=== harness_byte_framer ===
Fig. 1: harness_byte_framer, drive-strength map
(4 px per um)
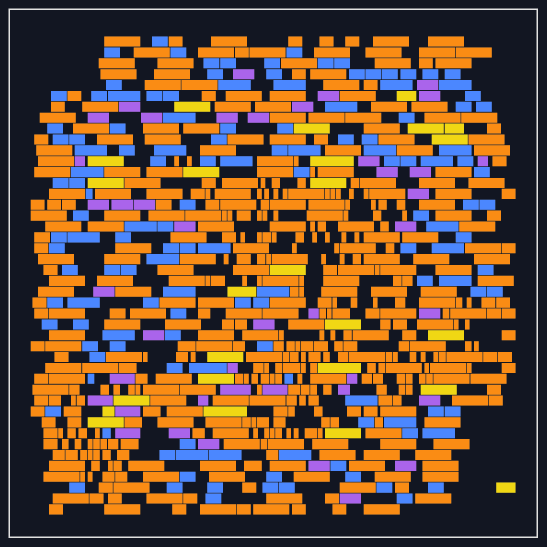
Fig. 2: harness_byte_framer, a small window of the routed layout
Window x 53 to 78, y 53 to 78 um. Cells in grey, sequential cells in the stronger grey; small squares are vias.
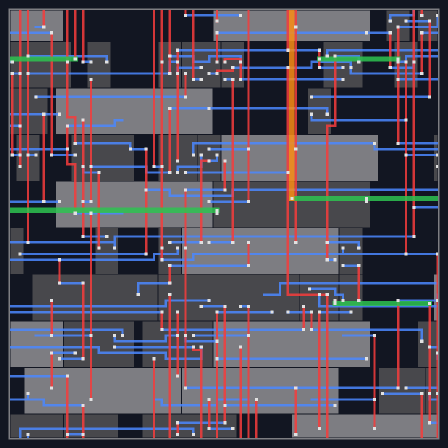
Fig. 3: harness_byte_framer, sequential cells grouped by signal name
(3 px per um) Other sequential cells in the stronger grey, the rest of the logic in the fainter grey.
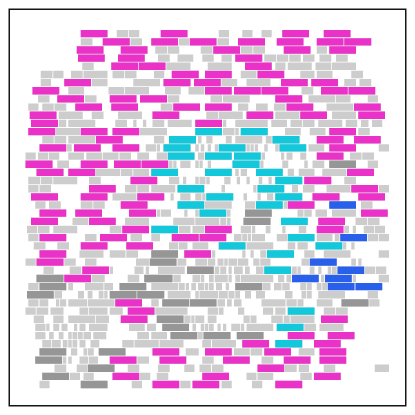
### src/rtl/harness_defs.vh
// Shared encodings and width derivations for the harness byte framer.
`ifndef HARNESS_DEFS_VH
`define HARNESS_DEFS_VH

`define HBF_ST_IDLE   2'd0
`define HBF_ST_SYNC   2'd1
`define HBF_ST_DATA   2'd2

`define HBF_SYNC_BYTE 8'hA5

// Data-byte index width; a single-byte word still needs one bit.
`define HBF_BCNT_W(word_w) ((((word_w) / 8) > 1) ? $clog2((word_w) / 8) : 1)

`endif

### src/rtl/harness_byte_framer_pkg.sv
// Types and helpers shared by the framer top and its word FIFO.
package harness_byte_framer_pkg;
`include "harness_defs.vh"

  typedef enum logic [1:0] {
    ST_IDLE = `HBF_ST_IDLE,
    ST_SYNC = `HBF_ST_SYNC,
    ST_DATA = `HBF_ST_DATA
  } state_t;

  localparam logic [7:0] DEF_SYNC_BYTE = `HBF_SYNC_BYTE;

  function automatic int bcnt_w(input int word_w);
    return `HBF_BCNT_W(word_w);
  endfunction

endpackage

### src/rtl/harness_word_fifo.sv
// First-word fall-through word FIFO; a read frees its slot for a write on the same edge.
module harness_word_fifo #(
  parameter int WORD_W     = 32,
  parameter int FIFO_DEPTH = 4
) (
  input  logic              CLK_48MHZ,
  input  logic              RESET_N,
  input  logic              wr_en,
  input  logic [WORD_W-1:0] wr_data,
  input  logic              rd_en,
  output logic [WORD_W-1:0] rd_data,
  output logic              full,
  output logic              empty
);
  localparam int AW = $clog2(FIFO_DEPTH);

  logic [FIFO_DEPTH-1:0][WORD_W-1:0] mem;
  logic [AW:0] wr_ptr, rd_ptr;
  logic        do_wr, do_rd;

  assign empty   = (wr_ptr == rd_ptr);
  assign full    = (wr_ptr[AW] != rd_ptr[AW]) && (wr_ptr[AW-1:0] == rd_ptr[AW-1:0]);
  assign rd_data = mem[rd_ptr[AW-1:0]];
  assign do_rd   = rd_en && !empty;
  assign do_wr   = wr_en && (!full || do_rd);

  always_ff @(posedge CLK_48MHZ or negedge RESET_N) begin
    if (!RESET_N) begin
      mem    <= '0;
      wr_ptr <= '0;
      rd_ptr <= '0;
    end else begin
      if (do_wr) begin
        mem[wr_ptr[AW-1:0]] <= wr_data;
        wr_ptr              <= wr_ptr + 1'b1;
      end
      if (do_rd) rd_ptr <= rd_ptr + 1'b1;
    end
  end

endmodule

### src/rtl/harness_byte_framer.sv
// Buffers tapped words and replays each as a sync byte plus MSB-first data bytes,
// every byte held HOLD_CYCLES clocks with a sample clock rising mid-byte.
module harness_byte_framer
  import harness_byte_framer_pkg::*;
#(
  parameter int         WORD_W      = 32,
  parameter int         FIFO_DEPTH  = 4,
  parameter int         HOLD_CYCLES = 48,
  parameter logic [7:0] SYNC_BYTE   = DEF_SYNC_BYTE
) (
  input  logic              CLK_48MHZ,
  input  logic              RESET_N,
  input  logic              ENABLE,
  input  logic [WORD_W-1:0] TAP_DATA,
  input  logic              TAP_VALID,
  output logic [7:0]        BYTE_OUT,
  output logic              BYTE_CLK,
  output logic              FRAME_START,
  output logic              BUSY,
  output logic              OVERFLOW,
  output logic [7:0]        DROP_CNT
);
  localparam int NBYTES = WORD_W / 8;
  localparam int BCNT_W = bcnt_w(WORD_W);
  localparam int HCNT_W = $clog2(HOLD_CYCLES);
  localparam logic [HCNT_W-1:0] HOLD_LAST = HCNT_W'(HOLD_CYCLES - 1);
  localparam logic [HCNT_W-1:0] HALF_M1   = HCNT_W'(HOLD_CYCLES / 2 - 1);
  localparam logic [BCNT_W-1:0] BYTE_LAST = BCNT_W'(NBYTES - 1);

  state_t              state;
  logic [HCNT_W-1:0]   hold_cnt;
  logic [BCNT_W-1:0]   byte_idx;
  logic [WORD_W-1:0]   shreg, sh_next, rd_data;
  logic                full, empty, wrap, last, pop, cap, wr_en, drop;

  assign wrap    = (hold_cnt == HOLD_LAST);
  assign last    = (byte_idx == BYTE_LAST);
  assign sh_next = shreg << 8;
  assign pop     = !empty && ((state == ST_IDLE) || (state == ST_DATA && wrap && last));

  // A pop on the same edge frees a slot, so a full FIFO still takes the word.
  assign cap   = TAP_VALID && ENABLE;
  assign wr_en = cap && (!full || pop);
  assign drop  = cap && full && !pop;

  harness_word_fifo #(
    .WORD_W     (WORD_W),
    .FIFO_DEPTH (FIFO_DEPTH)
  ) u_fifo (
    .CLK_48MHZ (CLK_48MHZ),
    .RESET_N   (RESET_N),
    .wr_en     (wr_en),
    .wr_data   (TAP_DATA),
    .rd_en     (pop),
    .rd_data   (rd_data),
    .full      (full),
    .empty     (empty)
  );

  always_ff @(posedge CLK_48MHZ or negedge RESET_N) begin
    if (!RESET_N) begin
      OVERFLOW <= 1'b0;
      DROP_CNT <= '0;
    end else if (drop) begin
      OVERFLOW <= 1'b1;
      if (DROP_CNT != 8'hFF) DROP_CNT <= DROP_CNT + 8'd1;
    end
  end

  always_ff @(posedge CLK_48MHZ or negedge RESET_N) begin
    if (!RESET_N) begin
      state       <= ST_IDLE;
      hold_cnt    <= '0;
      byte_idx    <= '0;
      shreg       <= '0;
      BYTE_OUT    <= '0;
      BYTE_CLK    <= 1'b0;
      FRAME_START <= 1'b0;
      BUSY        <= 1'b0;
    end else begin
      FRAME_START <= 1'b0;
      case (state)
        ST_IDLE: begin
          BYTE_OUT <= '0;
          BYTE_CLK <= 1'b0;
          hold_cnt <= '0;
          if (!empty) begin
            shreg       <= rd_data;
            state       <= ST_SYNC;
            BYTE_OUT    <= SYNC_BYTE;
            FRAME_START <= 1'b1;
            BUSY        <= 1'b1;
          end
        end
        default: begin
          if (!wrap) begin
            hold_cnt <= hold_cnt + 1'b1;
            // Registered, so decide from the count about to be entered.
            BYTE_CLK <= (hold_cnt >= HALF_M1);
          end else begin
            hold_cnt <= '0;
            BYTE_CLK <= 1'b0;
            if (state == ST_SYNC) begin
              state    <= ST_DATA;
              byte_idx <= '0;
              BYTE_OUT <= shreg[WORD_W-1 -: 8];
            end else if (!last) begin
              shreg    <= sh_next;
              byte_idx <= byte_idx + 1'b1;
              BYTE_OUT <= sh_next[WORD_W-1 -: 8];
            end else if (!empty) begin
              shreg       <= rd_data;
              state       <= ST_SYNC;
              BYTE_OUT    <= SYNC_BYTE;
              FRAME_START <= 1'b1;
            end else begin
              state    <= ST_IDLE;
              BYTE_OUT <= '0;
              BUSY     <= 1'b0;
            end
          end
        end
      endcase
    end
  end

endmodule

### config.mk
export PLATFORM = sky130hd
export DESIGN_NAME = harness_byte_framer
export DESIGN_NICKNAME = d
export VERILOG_FILES = /design/src/rtl/harness_byte_framer_pkg.sv /design/src/rtl/harness_word_fifo.sv /design/src/rtl/harness_byte_framer.sv
export VERILOG_INCLUDE_DIRS = /design/src /design/src/rtl
export SDC_FILE = /design/constraint.sdc
export NUM_CORES = 1
export LEC_CHECK = 0
export CORE_MARGIN = 5
export CORE_UTILIZATION = 60
export CTS_BUF_LIST = sky130_fd_sc_hd__clkbuf_8 sky130_fd_sc_hd__clkbuf_16
export CTS_CLUSTER_SIZE = 16
export DETAILED_ROUTE_END_ITERATION = 16
export PLACE_DENSITY_LB_ADDON = 0.15
export SLEW_MARGIN = 15
export SYNTH_ARGS = -nofsm -noshare
export SYNTH_HDL_FRONTEND = slang
export SYNTH_SLANG_ARGS = --single-unit
### constraint.sdc
create_clock -name CLK_48MHZ -period 4.15 [get_ports CLK_48MHZ]
set_input_delay 0.6225 -clock CLK_48MHZ [delete_from_list [all_inputs] [get_ports CLK_48MHZ]]
set_output_delay 0.6225 -clock CLK_48MHZ [all_outputs]
set_load 0.05 [all_outputs]
==> results.sh <==
# flow metrics
export IMPL_fin_skew_ps=8.80
export IMPL_whs_ps=294
export IMPL_timing_rr_end="u_fifo.mem[101]$_DFFE_PN0P_"
export IMPL_clk_share=0.0589
export IMPL_leakagePower_nw=4.64
export IMPL_regMostFlops="u_fifo.mem"
export IMPL_reg_top3="u_fifo.mem: 128 flops, shreg: 32 flops"
export IMPL_coreArea_sq_um=14500
export IMPL_clk_latency_ps=430
export IMPL_synth_top_cell_by_count="dfrtp_1"
export IMPL_placed_cells=828
export IMPL_fin_crit_sh=0.719
export IMPL_rows=44
export IMPL_logic_area_sq_um=3690
export IMPL_ys_sh_mux=0.272
export IMPL_status="complete, no violations"
export IMPL_largest_area_cell="dfrtp_1"
Notes on Fig. 1 above:
| colour | size | cells |
|---|---|---|
| yellow | _6 and larger | 25 |
| purple | _3 and _4 cells | 42 |
| blue | _2 cells | 136 |
| orange | _0 and _1 cells | 472 |
post-route worst setup slack: 1170 ps
Final Cell Area: 10100 sq um
Buffers excl. clock: 61
Layout area overhead: 13.5%

Notes on Fig. 2 above:
| colour | layer |
|---|---|
| green | metal 3 |
| orange | metal 4 |
| red | metal 2 |
| blue | metal 1 |
sequential cells in the window: 9
netlist names of flops here include: `shreg` (6), `u_fifo.mem` (3)
cells with their middle in the window: 37
most frequent: nor2_1 (12), dfrtp_1 (9), o22ai_1 (5)

Notes on Fig. 3 above:
| colour | netlist name | placed flops |
|---|---|---|
| blue | `BYTE_OUT` | 8 |
| magenta | `u_fifo.mem` | 128 |
| cyan | `shreg` | 32 |
not coloured: 28
Seq area share: 0.487
Seq. cell area: 4910 sq um

==> where the power goes <==
| part | internal (mW) | switching, mW |
|---|---|---|
| Sequential | 2.58 | 0.367 |
| Clock | 0.969 | 0.684 |
| Combinational | 1.02 | 0.605 |
| Total | 4.57 | 1.66 |
==> placed cells by master, fill, tap and decap left out, types with 11 or more instances in the layout <==
master and instances:
dfrtp_1 195, mux2_2 99, nor2_1 59, clkdlybuf4s50_1 54
mux4_2 32, mux2_4 29, o22ai_1 18, clkbuf_16 17
a21oi_1 16, inv_1 15, nand2_1 11, mux2i_1 11

=== iir_out_requant ===
<file path="config.mk">
export PLATFORM = sky130hd
export DESIGN_NAME = iir_out_requant
export DESIGN_NICKNAME = d
export VERILOG_FILES = /design/src/rtl/iir_out_requant.sv
export SDC_FILE = /design/constraint.sdc
export NUM_CORES = 1
export LEC_CHECK = 0
export CORE_MARGIN = 10
export CORE_UTILIZATION = 58
export CTS_CLUSTER_SIZE = 20
export DETAILED_ROUTE_END_ITERATION = 6
export PLACE_DENSITY = 0.84
export SYNTH_ARGS = -nofsm -noshare
export SYNTH_HDL_FRONTEND = slang
export SYNTH_SLANG_ARGS = --single-unit
</file>
<file path="constraint.sdc">
create_clock -name clk -period 3.55 [get_ports clk]
set_input_delay 0.71 -clock clk [delete_from_list [all_inputs] [get_ports clk]]
set_output_delay 0.71 -clock clk [all_outputs]
set_load 0.05 [all_outputs]
</file>
<file path="src/rtl/iir_out_requant.sv">
// Requantising output stage for the first-order IIR filter: shift, saturate, decimate, FIFO.
// Optional round-half-up before the shift is enabled by defining IIR_REQUANT_ROUND_EN.
module iir_out_requant #(
    parameter int IN_W  = 17,
    parameter int OUT_W = 8,
    parameter int SHIFT = 0,
    parameter int DECIM = 1,
    parameter int DEPTH = 4
) (
    input  logic                       clk,
    input  logic                       rst,
    input  logic                       in_valid,
    input  logic signed [IN_W-1:0]     in_y,
    input  logic                       out_ready,
    output logic                       out_valid,
    output logic signed [OUT_W-1:0]    out_data,
    output logic [$clog2(DEPTH):0]     count,
    output logic                       sat_flag,
    output logic                       ovf_flag,
    input  logic                       clr_flags
);
    localparam int AW = $clog2(DEPTH);
    localparam int CW = AW + 1;
    localparam int DW = (DECIM > 1) ? $clog2(DECIM) : 1;
    localparam logic [DW-1:0] DLAST = DW'(DECIM - 1);
    localparam logic [CW-1:0] FULL = CW'(DEPTH);
    localparam logic signed [IN_W:0] MAXV = (IN_W+1)'(2**(OUT_W-1) - 1);
    localparam logic signed [IN_W:0] MINV = (IN_W+1)'(-(2**(OUT_W-1)));

    logic [DW-1:0]           dcnt;
    logic                    accept;
    logic signed [IN_W:0]    y_ext;
    logic signed [IN_W:0]    shifted;
    logic signed [IN_W:0]    s1;
    logic                    s1_valid;
    logic                    clip;
    logic signed [OUT_W-1:0] sat_val;
    logic [OUT_W-1:0]        mem [DEPTH];
    logic [AW-1:0]           wr_ptr;
    logic [AW-1:0]           rd_ptr;
    logic                    pop;
    logic                    push;
    logic                    drop;

    assign accept = in_valid && (dcnt == '0);
    assign y_ext  = {in_y[IN_W-1], in_y};

`ifdef IIR_REQUANT_ROUND_EN
    // one extra bit of headroom keeps the rounding add from wrapping
    localparam logic signed [IN_W:0] RND = (IN_W+1)'((2**SHIFT) / 2);
    assign shifted = (y_ext + RND) >>> SHIFT;
`else
    assign shifted = y_ext >>> SHIFT;
`endif

    always_comb begin
        clip    = 1'b0;
        sat_val = s1[OUT_W-1:0];
        if (s1 > MAXV) begin
            clip    = 1'b1;
            sat_val = MAXV[OUT_W-1:0];
        end else if (s1 < MINV) begin
            clip    = 1'b1;
            sat_val = MINV[OUT_W-1:0];
        end
    end

    assign out_valid = (count != '0);
    assign out_data  = out_valid ? mem[rd_ptr] : '0;
    assign pop       = out_valid && out_ready;
    assign push      = s1_valid && ((count != FULL) || pop);
    assign drop      = s1_valid && !push;

    always_ff @(posedge clk) begin
        if (rst) begin
            dcnt     <= '0;
            s1       <= '0;
            s1_valid <= 1'b0;
        end else begin
            if (in_valid)
                dcnt <= (dcnt == DLAST) ? '0 : dcnt + 1'b1;
            s1_valid <= accept;
            if (accept)
                s1 <= shifted;
        end
    end

    always_ff @(posedge clk) begin
        if (push)
            mem[wr_ptr] <= sat_val;
    end

    always_ff @(posedge clk) begin
        if (rst) begin
            wr_ptr <= '0;
            rd_ptr <= '0;
            count  <= '0;
        end else begin
            if (push)
                wr_ptr <= wr_ptr + 1'b1;
            if (pop)
                rd_ptr <= rd_ptr + 1'b1;
            case ({push, pop})
                2'b10:   count <= count + 1'b1;
                2'b01:   count <= count - 1'b1;
                default: count <= count;
            endcase
        end
    end

    // a flag event in the same cycle as clr_flags keeps the flag set
    always_ff @(posedge clk) begin
        if (rst) begin
            sat_flag <= 1'b0;
            ovf_flag <= 1'b0;
        end else begin
            if (s1_valid && clip)
                sat_flag <= 1'b1;
            else if (clr_flags)
                sat_flag <= 1'b0;
            if (drop)
                ovf_flag <= 1'b1;
            else if (clr_flags)
                ovf_flag <= 1'b0;
        end
    end
endmodule

</file>
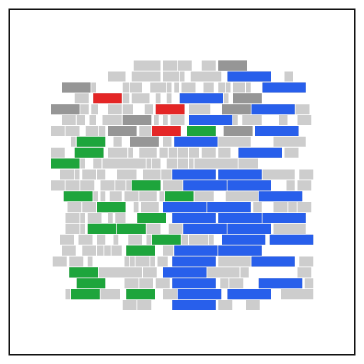
Fig. 4. Sequential cells grouped by signal name (iir_out_requant).
(4 px per um) Other sequential cells in the stronger grey, the rest of the logic in the fainter grey.
| colour | netlist name | placed flops |
|---|---|---|
| red | `count` | 3 |
| green | `s1` | 17 |
| blue | `mem` | 32 |

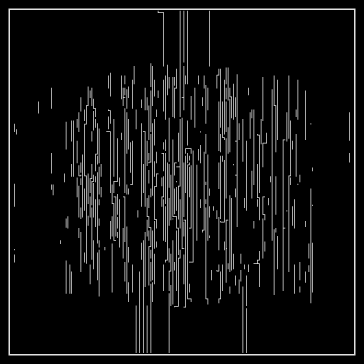
Fig. 5. M2 wires (iir_out_requant).
(4 px per um)
main direction: vertical
wire length on this layer: 2640 um
Via Count: 1535
wirelength, routed: 5.01 mm

-- final cells by class --
class,instances,area [sq um]
fill,261,980
multi-input combinational,109,920
inverter,4,15.0
clock inverter,6,111
timing repair buffer,36,358
tap,50,62.6
clock buffer,10,128
sequential,61,1540
-- cells by family after synthesis --
logic type | count (synthesis) | share of synthesized area
flip-flops | 61 | 0.610
AND/OR/NAND/NOR | 57 | 0.121
multiplexers | 28 | 0.152
AND-OR/OR-AND | 16 | 0.0535
buffers and inverters | 14 | 0.0258
adder cells (fa/ha/maj) | 5 | 0.0277
XOR/XNOR | 3 | 0.0104
==> results.sh <==
# flow metrics
export IMPL_antenna_found_initial=0
export IMPL_finalSetupViolCount=0
export IMPL_powerClk_mw=0.733
export IMPL_cp_max_fo=8
export IMPL_ys_warn_count=0
export IMPL_coreArea_sq_um=4120
export IMPL_grt_use_met3=0.0482
export IMPL_place_area_sq_um=2900
export IMPL_chipArea_sq_um=7400
export IMPL_ys_top_cells_by_area="edfxtp_1 38%, dfxtp_1 23%, mux2i_1 7.1%"
export IMPL_status="complete, no violations"
export IMPL_whs_ps=484
export IMPL_fin_util=0.762
export IMPL_critPathArrivalTime_ps=2420
export IMPL_finalHoldViolCount=0
export IMPL_ys_chip_area_sq_um=2530
export IMPL_leakagePower_nw=1.16
export IMPL_fin_nets=248
export IMPL_clk_latency_ps=320
export IMPL_fin_setup_tns_ps=0
export IMPL_power_share_clock=0.303
export IMPL_lay_top_count="clkdlybuf4s50_1"
export IMPL_synth_net_count=211
export IMPL_powerComb_mw=0.797
export IMPL_min_period_ps=3130
export IMPL_min_to="sat_flag$_SDFFE_PP0P_"
export IMPL_setup_slack_ps=419
export IMPL_power_mw=2.41
export IMPL_critical_path_endpoint_type="output pin"


==> gallery <==
Routing congestion.
(a)
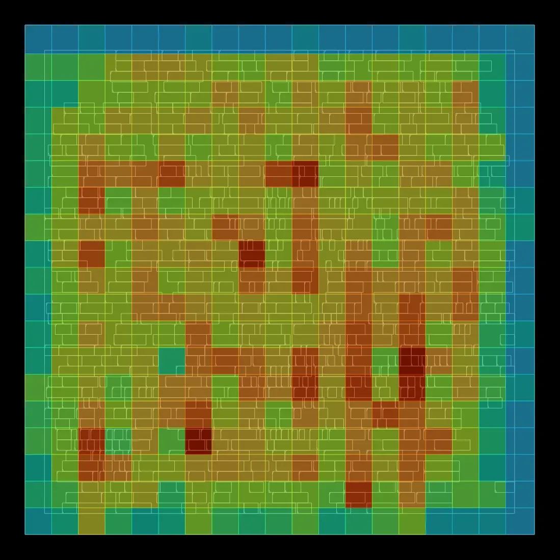
(b)
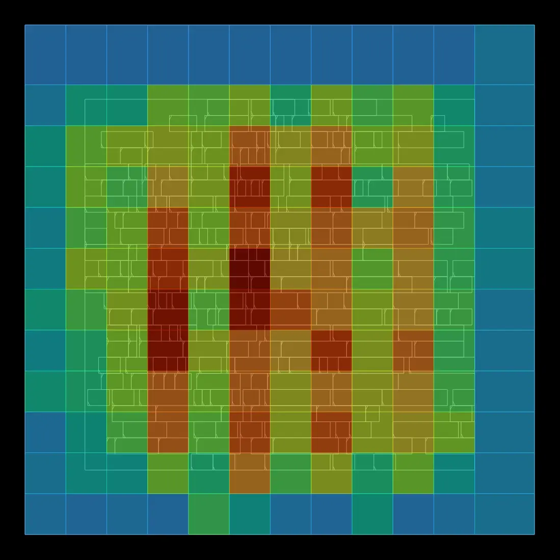
(a) -> harness_byte_framer
(b) -> iir_out_requant
The one with the highest track usage is (a).

Power and IR drop assume default switching activity.
